# alu_cmd_sequencer

Fig. 1: alu_cmd_sequencer, placed cells, one colour a class
Bar = 20 um.
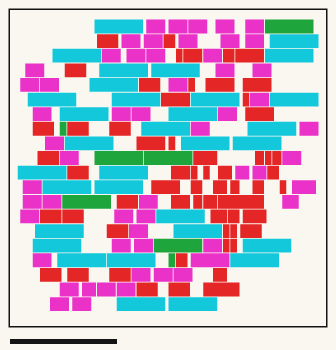

--- config.mk ---
export PLATFORM = sky130hd
export DESIGN_NAME = alu_cmd_sequencer
export DESIGN_NICKNAME = d
export VERILOG_FILES = /design/src/rtl/alu_cmd_sequencer.sv
export SDC_FILE = /design/constraint.sdc
export NUM_CORES = 1
export LEC_CHECK = 0
export CAP_MARGIN = 40
export CORE_UTILIZATION = 43
export CTS_BUF_LIST = sky130_fd_sc_hd__clkbuf_16
export DETAILED_ROUTE_END_ITERATION = 8
export PLACE_DENSITY = 0.78
export SLEW_MARGIN = 20
export SYNTH_ARGS = -nofsm -noshare
export SYNTH_HDL_FRONTEND = slang
export SYNTH_SLANG_ARGS = --single-unit
--- constraint.sdc ---
create_clock -name clk -period 1.9 [get_ports clk]
set_input_delay 0.38 -clock clk [delete_from_list [all_inputs] [get_ports clk]]
set_output_delay 0.38 -clock clk [all_outputs]
set_load 0.02 [all_outputs]
--- src/rtl/alu_cmd_sequencer.sv ---
// Command/response front end for the registered 4-bit ALU: issues one operation,
// waits ALU_LATENCY edges, captures the result. Optional macro ALU_SEQ_STATS_EN adds counters.
`timescale 1ns/1ps
module alu_cmd_sequencer #(
    parameter int unsigned ALU_LATENCY = 1
) (
    input  logic       clk,
    input  logic       rst_n,
    input  logic       cmd_valid,
    output logic       cmd_ready,
    input  logic [3:0] cmd_a,
    input  logic [3:0] cmd_b,
    input  logic [3:0] cmd_op,
    output logic [3:0] alu_a,
    output logic [3:0] alu_b,
    output logic [3:0] alu_s,
    input  logic [7:0] alu_out,
    output logic       rsp_valid,
    input  logic       rsp_ready,
    output logic [7:0] rsp_data,
    output logic [3:0] rsp_op,
    output logic       rsp_zero,
    output logic       rsp_neg,
    output logic       busy
`ifdef ALU_SEQ_STATS_EN
    ,
    output logic [15:0] op_count,
    output logic [15:0] zero_count
`endif
);

    typedef enum logic [1:0] {
        IDLE = 2'd0,
        WAIT = 2'd1,
        RESP = 2'd2
    } state_t;

    localparam logic [3:0] LAT_LOAD = 4'(ALU_LATENCY);

    function automatic logic flag_zero(input logic [7:0] v);
        return (v == 8'h00);
    endfunction

    function automatic logic flag_neg(input logic [7:0] v);
        return v[7];
    endfunction

    state_t     state_q, state_d;
    logic [3:0] cnt_q, cnt_d;
    logic [3:0] alu_a_q, alu_a_d;
    logic [3:0] alu_b_q, alu_b_d;
    logic [3:0] alu_s_q, alu_s_d;
    logic       rsp_valid_q, rsp_valid_d;
    logic [7:0] rsp_data_q, rsp_data_d;
    logic [3:0] rsp_op_q, rsp_op_d;
    logic       rsp_zero_q, rsp_zero_d;
    logic       rsp_neg_q, rsp_neg_d;
`ifdef ALU_SEQ_STATS_EN
    logic [15:0] op_count_q, op_count_d;
    logic [15:0] zero_count_q, zero_count_d;
`endif

    always_comb begin
        state_d     = state_q;
        cnt_d       = cnt_q;
        alu_a_d     = alu_a_q;
        alu_b_d     = alu_b_q;
        alu_s_d     = alu_s_q;
        rsp_valid_d = rsp_valid_q;
        rsp_data_d  = rsp_data_q;
        rsp_op_d    = rsp_op_q;
        rsp_zero_d  = rsp_zero_q;
        rsp_neg_d   = rsp_neg_q;
`ifdef ALU_SEQ_STATS_EN
        op_count_d   = op_count_q;
        zero_count_d = zero_count_q;
`endif
        case (state_q)
            IDLE: begin
                if (cmd_valid) begin
                    state_d = WAIT;
                    cnt_d   = LAT_LOAD;
                    alu_a_d = cmd_a;
                    alu_b_d = cmd_b;
                    alu_s_d = cmd_op;
                end
            end
            WAIT: begin
                // alu_s still holds the issued opcode, so it tags the captured result
                if (cnt_q == 4'd0) begin
                    state_d     = RESP;
                    rsp_valid_d = 1'b1;
                    rsp_data_d  = alu_out;
                    rsp_op_d    = alu_s_q;
                    rsp_zero_d  = flag_zero(alu_out);
                    rsp_neg_d   = flag_neg(alu_out);
                end else begin
                    cnt_d = cnt_q - 4'd1;
                end
            end
            RESP: begin
                if (rsp_ready) begin
                    state_d     = IDLE;
                    rsp_valid_d = 1'b0;
`ifdef ALU_SEQ_STATS_EN
                    op_count_d = op_count_q + 16'd1;
                    if (rsp_zero_q) begin
                        zero_count_d = zero_count_q + 16'd1;
                    end
`endif
                end
            end
            default: state_d = IDLE;
        endcase
    end

    always_ff @(posedge clk or negedge rst_n) begin
        if (!rst_n) begin
            state_q     <= IDLE;
            cnt_q       <= 4'd0;
            alu_a_q     <= 4'd0;
            alu_b_q     <= 4'd0;
            alu_s_q     <= 4'd0;
            rsp_valid_q <= 1'b0;
            rsp_data_q  <= 8'h00;
            rsp_op_q    <= 4'd0;
            rsp_zero_q  <= 1'b0;
            rsp_neg_q   <= 1'b0;
`ifdef ALU_SEQ_STATS_EN
            op_count_q   <= 16'd0;
            zero_count_q <= 16'd0;
`endif
        end else begin
            state_q     <= state_d;
            cnt_q       <= cnt_d;
            alu_a_q     <= alu_a_d;
            alu_b_q     <= alu_b_d;
            alu_s_q     <= alu_s_d;
            rsp_valid_q <= rsp_valid_d;
            rsp_data_q  <= rsp_data_d;
            rsp_op_q    <= rsp_op_d;
            rsp_zero_q  <= rsp_zero_d;
            rsp_neg_q   <= rsp_neg_d;
`ifdef ALU_SEQ_STATS_EN
            op_count_q   <= op_count_d;
            zero_count_q <= zero_count_d;
`endif
        end
    end

    assign cmd_ready = (state_q == IDLE);
    assign busy      = (state_q != IDLE);
    assign alu_a     = alu_a_q;
    assign alu_b     = alu_b_q;
    assign alu_s     = alu_s_q;
    assign rsp_valid = rsp_valid_q;
    assign rsp_data  = rsp_data_q;
    assign rsp_op    = rsp_op_q;
    assign rsp_zero  = rsp_zero_q;
    assign rsp_neg   = rsp_neg_q;
`ifdef ALU_SEQ_STATS_EN
    assign op_count   = op_count_q;
    assign zero_count = zero_count_q;
`endif

endmodule
# uart_rx_deser_hs

`src/rtl/uart_rx_pkg.sv`:
```
// uart_rx_pkg: shared constants, bit-order encodings and the data-length clamp for the UART RX path
package uart_rx_pkg;
  localparam int DEF_DATA_W = 8;
  localparam int DEF_PRESC_W = 6;
  localparam logic LSB_FIRST = 1'b0;
  localparam logic MSB_FIRST = 1'b1;
  function automatic int clamp_len(input int len, input int max_len);
    return (len < 1 || len > max_len) ? max_len : len;
  endfunction
endpackage

```
`src/rtl/rx_hold_reg.sv`:
```
// rx_hold_reg: one-entry valid/ready holding register with sticky overrun (ports: CLK, RST, i_load, i_data, i_ready, i_ovr_clr, o_data, o_valid, o_overrun)
module rx_hold_reg #(
  parameter int W = 8
) (
  input  logic         CLK,
  input  logic         RST,
  input  logic         i_load,
  input  logic [W-1:0] i_data,
  input  logic         i_ready,
  input  logic         i_ovr_clr,
  output logic [W-1:0] o_data,
  output logic         o_valid,
  output logic         o_overrun
);
  logic [W-1:0] r_data;
  logic         r_valid;
  logic         r_ovr;
  always_ff @(posedge CLK) begin
    if (RST) begin
      r_data  <= '0;
      r_valid <= 1'b0;
      r_ovr   <= 1'b0;
    end else begin
      r_data  <= i_load ? i_data : r_data;
      r_valid <= i_load | (r_valid & ~i_ready);
      r_ovr   <= (i_load & r_valid & ~i_ready) | (r_ovr & ~i_ovr_clr);
    end
  end
  assign o_data    = r_data;
  assign o_valid   = r_valid;
  assign o_overrun = r_ovr;
endmodule

```
`src/rtl/uart_rx_deser_hs.sv`:
```
// uart_rx_deser_hs: UART RX deserializer with prescaled strobe, latched length/bit order and valid/ready output (ports: CLK, RST, deser_en, sampled_bit, edge_cnt, prescale, data_len, msb_first, data_ready, ovr_clr, P_DATA, data_valid, overrun, busy)
module uart_rx_deser_hs
  import uart_rx_pkg::*;
#(
  parameter  int DATA_W  = DEF_DATA_W,
  parameter  int PRESC_W = DEF_PRESC_W,
  localparam int LEN_W   = $clog2(DATA_W + 1)
) (
  input  logic               CLK,
  input  logic               RST,
  input  logic               deser_en,
  input  logic               sampled_bit,
  input  logic [PRESC_W-1:0] edge_cnt,
  input  logic [PRESC_W-1:0] prescale,
  input  logic [LEN_W-1:0]   data_len,
  input  logic               msb_first,
  input  logic               data_ready,
  input  logic               ovr_clr,
  output logic [DATA_W-1:0]  P_DATA,
  output logic               data_valid,
  output logic               overrun,
  output logic               busy
);
  logic [LEN_W-1:0]  r_cnt;
  logic [LEN_W-1:0]  r_len;
  logic              r_msb;
  logic [DATA_W-1:0] r_shift;
  logic              w_strobe;
  logic              w_done;
  logic              w_msb;
  logic [LEN_W-1:0]  w_len;
  logic [DATA_W-1:0] w_nxt;
  logic [DATA_W-1:0] w_word;
  assign w_strobe = deser_en && prescale != '0 && edge_cnt == prescale - PRESC_W'(1);
  assign w_len    = (r_cnt == '0) ? LEN_W'(clamp_len(int'(data_len), DATA_W)) : r_len;
  assign w_msb    = (r_cnt == '0) ? msb_first : r_msb;
  assign w_nxt    = (w_msb == MSB_FIRST) ? {r_shift[DATA_W-2:0], sampled_bit} : {sampled_bit, r_shift[DATA_W-1:1]};
  assign w_done   = w_strobe && (r_cnt + LEN_W'(1) == w_len);
  assign w_word   = (w_msb == MSB_FIRST) ? w_nxt : w_nxt >> (LEN_W'(DATA_W) - w_len);
  always_ff @(posedge CLK) begin
    if (RST) begin
      r_cnt   <= '0;
      r_len   <= '0;
      r_msb   <= LSB_FIRST;
      r_shift <= '0;
    end else if (!deser_en || w_done) begin
      r_cnt   <= '0;
      r_shift <= '0;
    end else if (w_strobe) begin
      r_cnt   <= r_cnt + LEN_W'(1);
      r_len   <= w_len;
      r_msb   <= w_msb;
      r_shift <= w_nxt;
    end
  end
  assign busy = r_cnt != '0;
  rx_hold_reg #(.W(DATA_W)) u_hold (
    .CLK      (CLK),
    .RST      (RST),
    .i_load   (w_done),
    .i_data   (w_word),
    .i_ready  (data_ready),
    .i_ovr_clr(ovr_clr),
    .o_data   (P_DATA),
    .o_valid  (data_valid),
    .o_overrun(overrun)
  );
endmodule

```
`config.mk`:
```
export PLATFORM = sky130hd
export DESIGN_NAME = uart_rx_deser_hs
export DESIGN_NICKNAME = d
export VERILOG_FILES = /design/src/rtl/uart_rx_pkg.sv /design/src/rtl/rx_hold_reg.sv /design/src/rtl/uart_rx_deser_hs.sv
export SDC_FILE = /design/constraint.sdc
export NUM_CORES = 1
export LEC_CHECK = 0
export CORE_ASPECT_RATIO = 0.75
export CORE_MARGIN = 5
export CORE_UTILIZATION = 45
export DETAILED_ROUTE_END_ITERATION = 6
export PLACE_DENSITY = 0.81
export SLEW_MARGIN = 20
export SYNTH_ARGS = -nofsm -noshare
export SYNTH_HDL_FRONTEND = slang
export SYNTH_HIERARCHICAL = 1
export SYNTH_SLANG_ARGS = --single-unit
```
`constraint.sdc`:
```
create_clock -name CLK -period 2.3 [get_ports CLK]
set_input_delay 0.23 -clock CLK [delete_from_list [all_inputs] [get_ports CLK]]
set_output_delay 0.23 -clock CLK [all_outputs]
set_load 0.01 [all_outputs]
```
Fig. 2: alu_cmd_sequencer, I/O nets highlighted
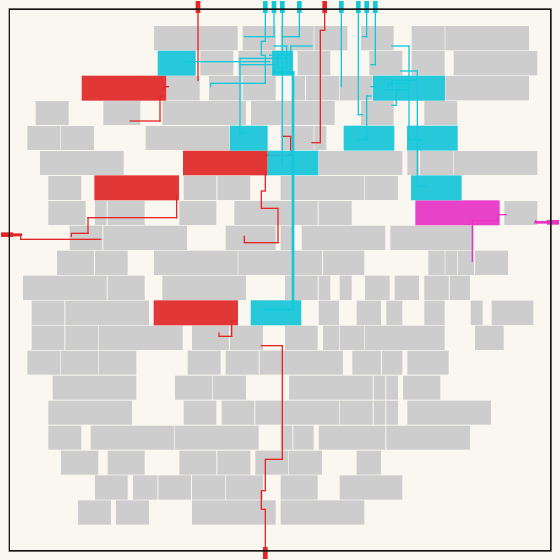
[red] rsp_op | bits: 4 | direction: output | end cells: 4 | buffers: 4 | wire: 107 um
[cyan] alu_out | bits: 8 | direction: input | end cells: 10 | buffers: 8 | wire: 191 um
[magenta] rsp_valid | bits: 1 | direction: output | end cells: 1 | buffers: 1 | wire: 10.1 um
port bufs: 52
IO Pins: 53

About Fig. 1:
[green] clock drivers and dummy loads | cells: 7 | share of their area: 6.5%
[magenta] remaining buffers and delay cells | cells: 56 | share of their area: 28%
[cyan] sequential cells | cells: 32 | share of their area: 39%
[red] combinational and other logic | cells: 60 | share of their area: 27%
Core ar.: 3050 um^2
Rows: 20
flop share of the area: 0.380

==> results.py, alu_cmd_sequencer <==
# Metrics from the implementation run
metrics = {
    "status": {
        "status": "finished, final reports clean",
    },
    "yosys": {
        "synthCells": 96,
        "synthAdderAreaFrac": 0.00901,
        "yosys.cell_types.count": 25,
        "synth.area.top_cells": "dfrtp_1, mux2_2, mux2_4, mux2i_1, nand4b_4",
    },
    "drt": {
        "wl_per_cell_um": 14.1,
        "met2_length_mm": 1.47,
    },
    "placement": {
        "placed_area_um2": 1970,
        "dp_cells": 192,
    },
    "setup_path": {
        "crit_start": "state_q[1]",
        "cp-start-kind": "flop",
        "timing.rr.end": "rsp_data[2]",
        "r2r_setup_slack_ns": 0.31,
        "slowest_stage": "dfrtp_1",
    },
    "final_timing": {
        "rsz0062_at_grt": "no",
        "fin_crit_sh": 0.890,
        "hold_viol_final": 0,
        "fin_ws_ns": 0.210,
    },
    "global_route": {
        "met1_usage": 0.207,
        "grt_use_total": 0.183,
        "grt_pass1_vias": 995,
        "met2_usage": 0.297,
    },
    "min_path": {
        "min_from": "rsp_op[0]",
    },
    "cts": {
        "clk_latency_ns": 0.27,
        "htree_num_levels": 2,
        "clock-root-buffer": "clkbuf_16",
    },
    "floorplanning": {
        "die_area_um2": 3460,
    },
    "pwr": {
        "pwr-share-comb": 0.511,
        "fin_total_pwr_mw": 3.99,
        "p_clk_mw": 0.724,
    },
}
[alu_cmd_sequencer: area by class of cell]
class	instances	area [um^2]
clock buffer	5	125
clock inverter	2	7.51
fill	232	947
inverter	5	18.8
multi-input combinational	55	534
sequential	32	801
tap	44	55.1
timing repair buffer	56	564
[alu_cmd_sequencer: how the worst max path moves through the flow]
stage / endpoint / slack, ns / cells past startpoint
after floorplan: cnt_q[0] / 0.46 / 5
after global placement: alu_s[1] / 0.20 / 4
after detailed placement: alu_s[0] / 0.17 / 4
after CTS: busy / 0.03 / 2
after global routing: cnt_q[1] / 0.16 / 5
final: cmd_ready / 0.21 / 3
[alu_cmd_sequencer: sequential cells by signal, summed over array words and instances, names as in the netlist]
| name | cells |
|---|---|
| rsp_valid | 1 |
| rsp_zero | 1 |
| cnt_q | 4 |
| alu_s | 4 |
| rsp_data | 8 |
| alu_a | 4 |
| alu_b | 4 |
| rsp_op | 4 |
| state_q | 2 |
[alu_cmd_sequencer: what timing repair did]
action	in CTS	in global routing
gates resized	1	1
hold buffers	0	0
endpoints found under the setup margin	1	1
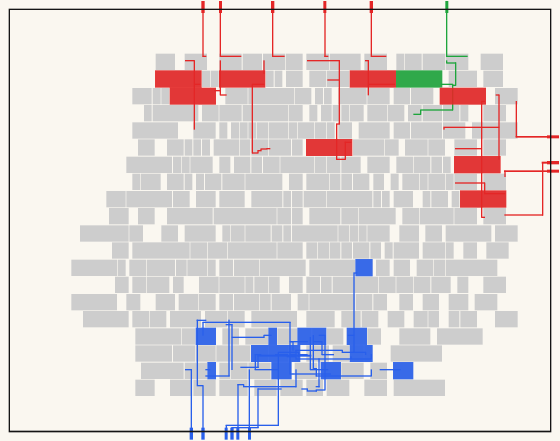
Fig. 3. I/O nets highlighted (uart_rx_deser_hs).
[green] data_valid | bits: 1 | direction: output | end cells: 1 | buffers: 1 | wire: 28.7 um
[blue] prescale | bits: 6 | direction: input | end cells: 15 | buffers: 11 | wire: 276 um
[red] P_DATA | bits: 8 | direction: output | end cells: 8 | buffers: 8 | wire: 206 um
port bufs: 33
IO Pins: 34

==> results.py, uart_rx_deser_hs <==
# Metrics from the implementation run
metrics = {
    "layout": {
        "combGateArea_um2": 1500,
        "layout_top_cell": "buf_4",
    },
    "final_timing": {
        "fin_crit_sh": 1.10,
        "finalSetupViolCount": 8,
        "tightest_slew_ns": 0.401,
        "fin_ws_ns": -0.231,
    },
    "min_path": {
        "min_from": "u_hold/o_data[0]",
        "holdCritPathClass": "reg2reg",
    },
    "status": {
        "violations": "negative setup slack",
        "status": "finished with violations",
    },
    "global_route": {
        "antenna_found_initial": 0,
    },
    "yosys": {
        "ff_type": "dfxtp_1",
    },
    "setup_path": {
        "worstPathRequired_ns": 2.46,
    },
    "cts": {
        "cts_inserted_buffers": 3,
    },
    "floorplanning": {
        "fp_util": 0.470,
    },
}
-- uart_rx_deser_hs: per-stage QoR --
step	TNS (ns)	instances	hold slack, ns
2_1_floorplan	0	238	0.299
3_3_place_gp	-3.47	359	0.471
3_5_place_dp	-6.76	359	0.485
4_1_cts	-0.137	371	0.504
5_1_grt	-3.16	372	0.534
6_report	-0.624	372	0.505
-- uart_rx_deser_hs: final timing paths --
| check | end |
|---|---|
| max reg2reg | u_hold/o_data[3] |
| max | u_hold/o_data[3] |
| min | u_hold/o_data[0] |
| min reg2reg | u_hold/o_data[0] |
-- uart_rx_deser_hs: sequential cells by signal, indices dropped and copies added, names as in the netlist --
signal            cells
u_hold/o_overrun      1
r_len                 4
r_msb                 1
u_hold/o_valid        1
r_shift               8
r_cnt                 4
u_hold/o_data         8
-- uart_rx_deser_hs: power breakdown --
part | switching [mW] | internal (mW) | total [mW]
Combinational | 0.138 | 0.144 | 0.281
Sequential | 0.00144 | 0.468 | 0.470
Clock | 0.169 | 0.128 | 0.296
Total | 0.308 | 0.739 | 1.05

==> notes/layouts.md <==
Pictures saved along the way, in no particular order.

Sizing map.
image #1
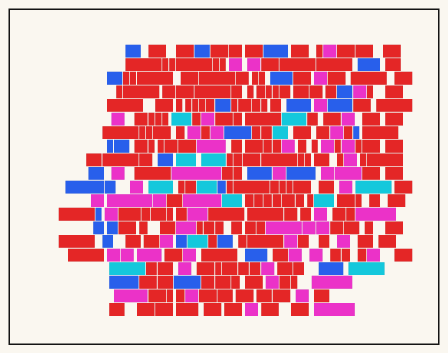
image #2
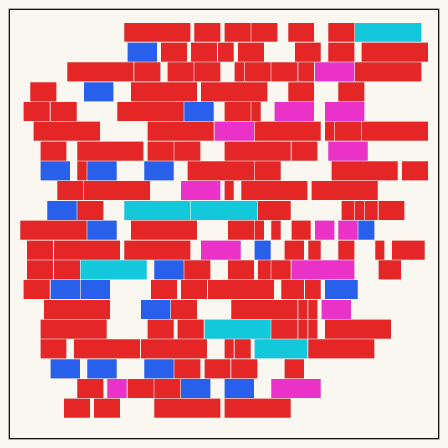
For alu_cmd_sequencer, see image #2.
For uart_rx_deser_hs, see image #1.
The one with the most cells is image #1.


# ghr_index_gen

Fig. 4: ghr_index_gen, I/O nets highlighted
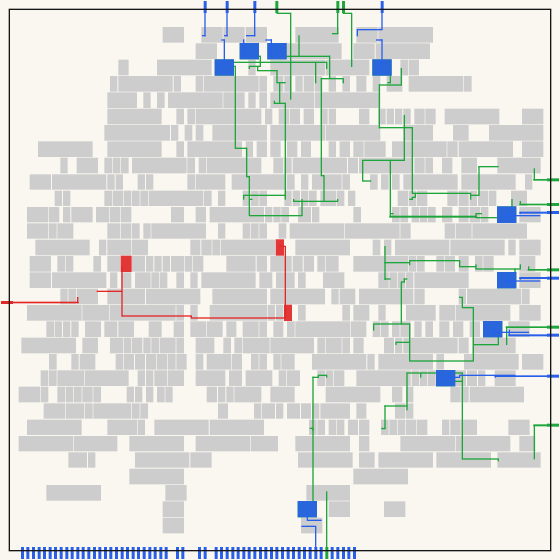
Fig. 5: ghr_index_gen, routing congestion
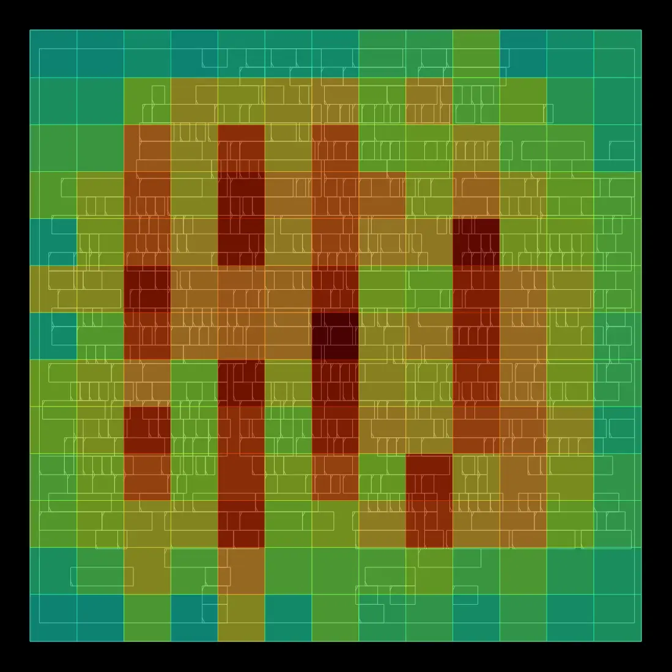
File: config.mk
export PLATFORM = sky130hd
export DESIGN_NAME = ghr_index_gen
export DESIGN_NICKNAME = d
export VERILOG_FILES = /design/src/rtl/ghr_index_gen.sv
export SDC_FILE = /design/constraint.sdc
export NUM_CORES = 1
export LEC_CHECK = 0
export ABC_AREA = 1
export ABC_CLOCK_PERIOD_IN_PS = 2600
export CORE_UTILIZATION = 48
export CTS_CLUSTER_SIZE = 40
export DETAILED_ROUTE_END_ITERATION = 16
export HOLD_SLACK_MARGIN = 0.08
export PLACE_DENSITY = 0.83
export REMOVE_ABC_BUFFERS = 1
export SLEW_MARGIN = 20
export SYNTH_ARGS = -nofsm -noshare
export SYNTH_HDL_FRONTEND = slang
export SYNTH_SLANG_ARGS = --single-unit
File: constraint.sdc
create_clock -name in_Clk -period 2.6 [get_ports in_Clk]
set_input_delay 0.39 -clock in_Clk [delete_from_list [all_inputs] [get_ports in_Clk]]
set_output_delay 0.39 -clock in_Clk [all_outputs]
set_load 0.05 [all_outputs]
File: src/rtl/ghr_index_gen.sv
// gshare index generator for the BPU pattern history table.
// Keeps speculative/committed GHRs and an in-order checkpoint queue.
module ghr_index_gen #(
    parameter int ADDR_WIDTH = 9,
    parameter int GHR_WIDTH  = 9,
    parameter int CKPT_DEPTH = 4
) (
    input  logic                  in_Clk,
    input  logic                  in_Rst_N,
    input  logic [63:0]           in_pc,
    input  logic                  in_predict_valid,
    input  logic                  in_prediction,
    input  logic                  in_resolve_valid,
    input  logic                  in_resolve_taken,
    input  logic                  in_flush,
    output logic [ADDR_WIDTH-1:0] out_pht_addr,
    output logic                  out_predict_ready,
    output logic                  out_train_valid,
    output logic [ADDR_WIDTH-1:0] out_train_addr,
    output logic                  out_train_taken,
    output logic                  out_mispredict,
    output logic [GHR_WIDTH-1:0]  out_spec_ghr
);

    localparam int PW = $clog2(CKPT_DEPTH);
    localparam int CW = PW + 1;

    logic [GHR_WIDTH-1:0]  spec_ghr;
    logic [GHR_WIDTH-1:0]  arch_ghr;
    logic [GHR_WIDTH-1:0]  spec_nxt;
    logic [ADDR_WIDTH-1:0] ent_addr [CKPT_DEPTH];
    logic                  ent_pred [CKPT_DEPTH];
    logic [PW-1:0]         head;
    logic [PW-1:0]         tail;
    logic [CW-1:0]         count;
    logic [CW-1:0]         count_nxt;
    logic                  full;
    logic                  resolve_acc;
    logic                  mispredict_now;
    logic                  predict_acc;
    logic                  clear_q;
    logic                  unused_pc;

    assign unused_pc = ^{in_pc[63:ADDR_WIDTH+2], in_pc[1:0]};

    assign out_pht_addr = in_pc[ADDR_WIDTH+1:2]
                        ^ ADDR_WIDTH'(spec_ghr);

    assign full              = (count == CW'(CKPT_DEPTH));
    assign out_predict_ready = ~full;
    assign out_spec_ghr      = spec_ghr;

    assign resolve_acc = in_resolve_valid & (count != '0) & ~in_flush;

    assign mispredict_now = resolve_acc
                          & (in_resolve_taken != ent_pred[head]);

    assign predict_acc = in_predict_valid & ~full
                       & ~in_flush & ~mispredict_now;

    assign clear_q = in_flush | mispredict_now;

    // Next speculative history and occupancy, flush over mispredict.
    always_comb begin
        spec_nxt  = spec_ghr;
        count_nxt = count;
        unique case (1'b1)
            in_flush: begin
                spec_nxt  = arch_ghr;
                count_nxt = '0;
            end
            mispredict_now: begin
                spec_nxt  = {arch_ghr[GHR_WIDTH-2:0], in_resolve_taken};
                count_nxt = '0;
            end
            default: begin
                if (predict_acc)
                    spec_nxt = {spec_ghr[GHR_WIDTH-2:0], in_prediction};
                count_nxt = count + CW'(predict_acc) - CW'(resolve_acc);
            end
        endcase
    end

    // History registers and queue pointers.
    always_ff @(posedge in_Clk or negedge in_Rst_N) begin
        if (!in_Rst_N) begin
            spec_ghr <= '0;
            arch_ghr <= '0;
            head     <= '0;
            tail     <= '0;
            count    <= '0;
        end else begin
            spec_ghr <= spec_nxt;
            count    <= count_nxt;
            if (resolve_acc)
                arch_ghr <= {arch_ghr[GHR_WIDTH-2:0], in_resolve_taken};
            if (clear_q) begin
                head <= '0;
                tail <= '0;
            end else begin
                if (resolve_acc)
                    head <= head + PW'(1);
                if (predict_acc)
                    tail <= tail + PW'(1);
            end
        end
    end

    // Checkpoint storage: index and predicted direction per branch.
    always_ff @(posedge in_Clk or negedge in_Rst_N) begin
        if (!in_Rst_N) begin
            for (int i = 0; i < CKPT_DEPTH; i++) begin
                ent_addr[i] <= '0;
                ent_pred[i] <= 1'b0;
            end
        end else if (predict_acc) begin
            ent_addr[tail] <= out_pht_addr;
            ent_pred[tail] <= in_prediction;
        end
    end

    // Registered training strobe and mispredict pulse.
    always_ff @(posedge in_Clk or negedge in_Rst_N) begin
        if (!in_Rst_N) begin
            out_train_valid <= 1'b0;
            out_train_addr  <= '0;
            out_train_taken <= 1'b0;
            out_mispredict  <= 1'b0;
        end else begin
            out_train_valid <= resolve_acc;
            out_mispredict  <= mispredict_now;
            if (resolve_acc) begin
                out_train_addr  <= ent_addr[head];
                out_train_taken <= in_resolve_taken;
            end
        end
    end

endmodule

==> results.py <==
# Metrics from the implementation run
metrics = {
    "floorplanning": {
        "die_area_um2": 8060,
        "die_y_um": 89.8,
        "tap_cells": 99,
    },
    "cts": {
        "clk_latency_ns": 0.37,
    },
    "pwr": {
        "p_int_mw": 3.47,
    },
    "drt": {
        "routed_wl_mm": 8.50,
        "wl_met3_um": 576,
        "drt-met1-wl_mm": 3.53,
    },
    "setup_path": {
        "arrival_ns": 2.72,
        "slowest_stage": "dfrtp_2",
    },
    "final_timing": {
        "fin_ws_ns": 0.168,
        "min_period_ns": 2.43,
        "fin_crit_sh": 0.935,
    },
    "job": {
        "cap_violations": 0,
    },
    "yosys": {
        "edf_count": 0,
    },
    "layout": {
        "final_cell_area_um2": 4620,
    },
    "placement": {
        "hpwlAfterDp_mm": 5.88,
    },
    "status": {
        "status": "finished, final reports clean",
    },
}
Notes on Fig. 4 above:
[red] in_prediction | bits: 1 | direction: input | end cells: 3 | buffers: 1 | wire: 64.4 um
[green] out_pht_addr | bits: 9 | direction: output | end cells: 9 | buffers: 10 | wire: 490 um
[blue] in_pc | bits: 64 | direction: input | end cells: 9 | buffers: 9 | wire: 103 um

Notes on Fig. 5 above:
GRT busiest layer: met2
GRT met1 Usage: 0.293
grt met3 use: 0.0609
all-layer global routing usage: 0.230
routed wire length per instance: 14.3 um

==> sequential cells by signal (all words and copies together) (netlist names) <==
| name | count |
|---|---|
| tail | 2 |
| out_train_addr | 9 |
| ent_addr | 36 |
| out_mispredict | 1 |
| head | 2 |
| count | 3 |
| arch_ghr | 9 |
| ent_pred | 4 |
| out_train_valid | 1 |
| out_spec_ghr | 9 |
==> placed cells by master, fill, tap and decap left out, drive strengths merged, types with 4 or more instances in the layout <==
master and count:
o21ai 44, bufinv 4, clkbuf 10, nand2 168, buf 24, a21oi 15, nand3 30, o21a 6
ha 6, inv 36, nor2 14, dfrtp 76, nand4 8, xor2 11, clkdlybuf4s50 36
==> kinds of logic (layout without fill, tap and decap cells) <==
family / after synthesis / in the layout / share of synthesized area
simple gates: 221 / 221 / 0.271
flops: 76 / 76 / 0.514
compound gates: 67 / 67 / 0.0960
buf+inv: 53 / 112 / 0.0653
xor+xnor: 12 / 12 / 0.0284
fa+ha+maj: 7 / 7 / 0.0257
==> power by group through the flow <==
stage	clock [mW]	combinational, mW	sequential, mW
finish	1.18	2.92	2.05
global route	1.25	3.17	2.12
CTS	1.19	2.93	2.05
detailed placement	0	2.91	2.07
global placement	0	2.83	2.04
floorplan	0	1.38	2.49


==> gallery <==
Routed metal per tile.
(a)
Bar = 20 um. The die is cut into 12 by 12 equal tiles; dark purple is low, yellow is high, scaled to the fullest tile. Values are wire area over tile area, all layers added.
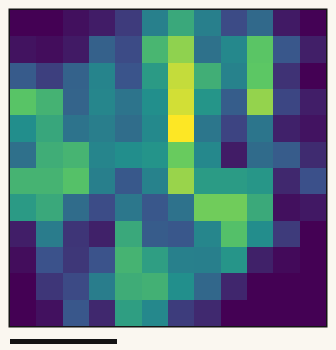
(b)
Bar = 20 um. The die is cut into 17 by 13 equal tiles; dark purple is low, yellow is high, scaled to the fullest tile. Values are wire area over tile area, all layers added.
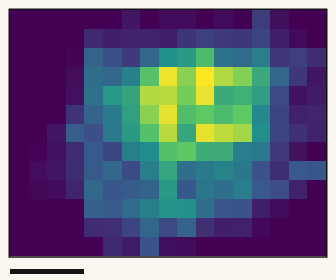
(c)
Bar = 20 um. The die is cut into 18 by 18 equal tiles; dark purple is low, yellow is high, scaled to the fullest tile. Values are wire area over tile area, all layers added.
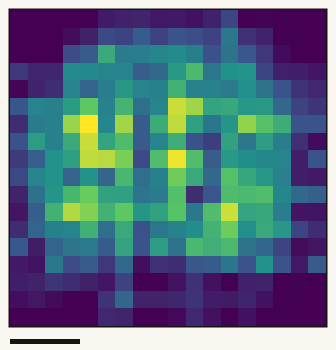
- (c) = ghr_index_gen
- (a) = alu_cmd_sequencer
- (b) = uart_rx_deser_hs
- largest die: (c)
- smallest die: (a)

Key to (b):
nearly empty tiles: 28%
fullest tile: 0.83
mean over tiles: 0.21
densest ninth of the die: centre
tiles over half the peak: 19%

Power and IR drop assume default switching activity.
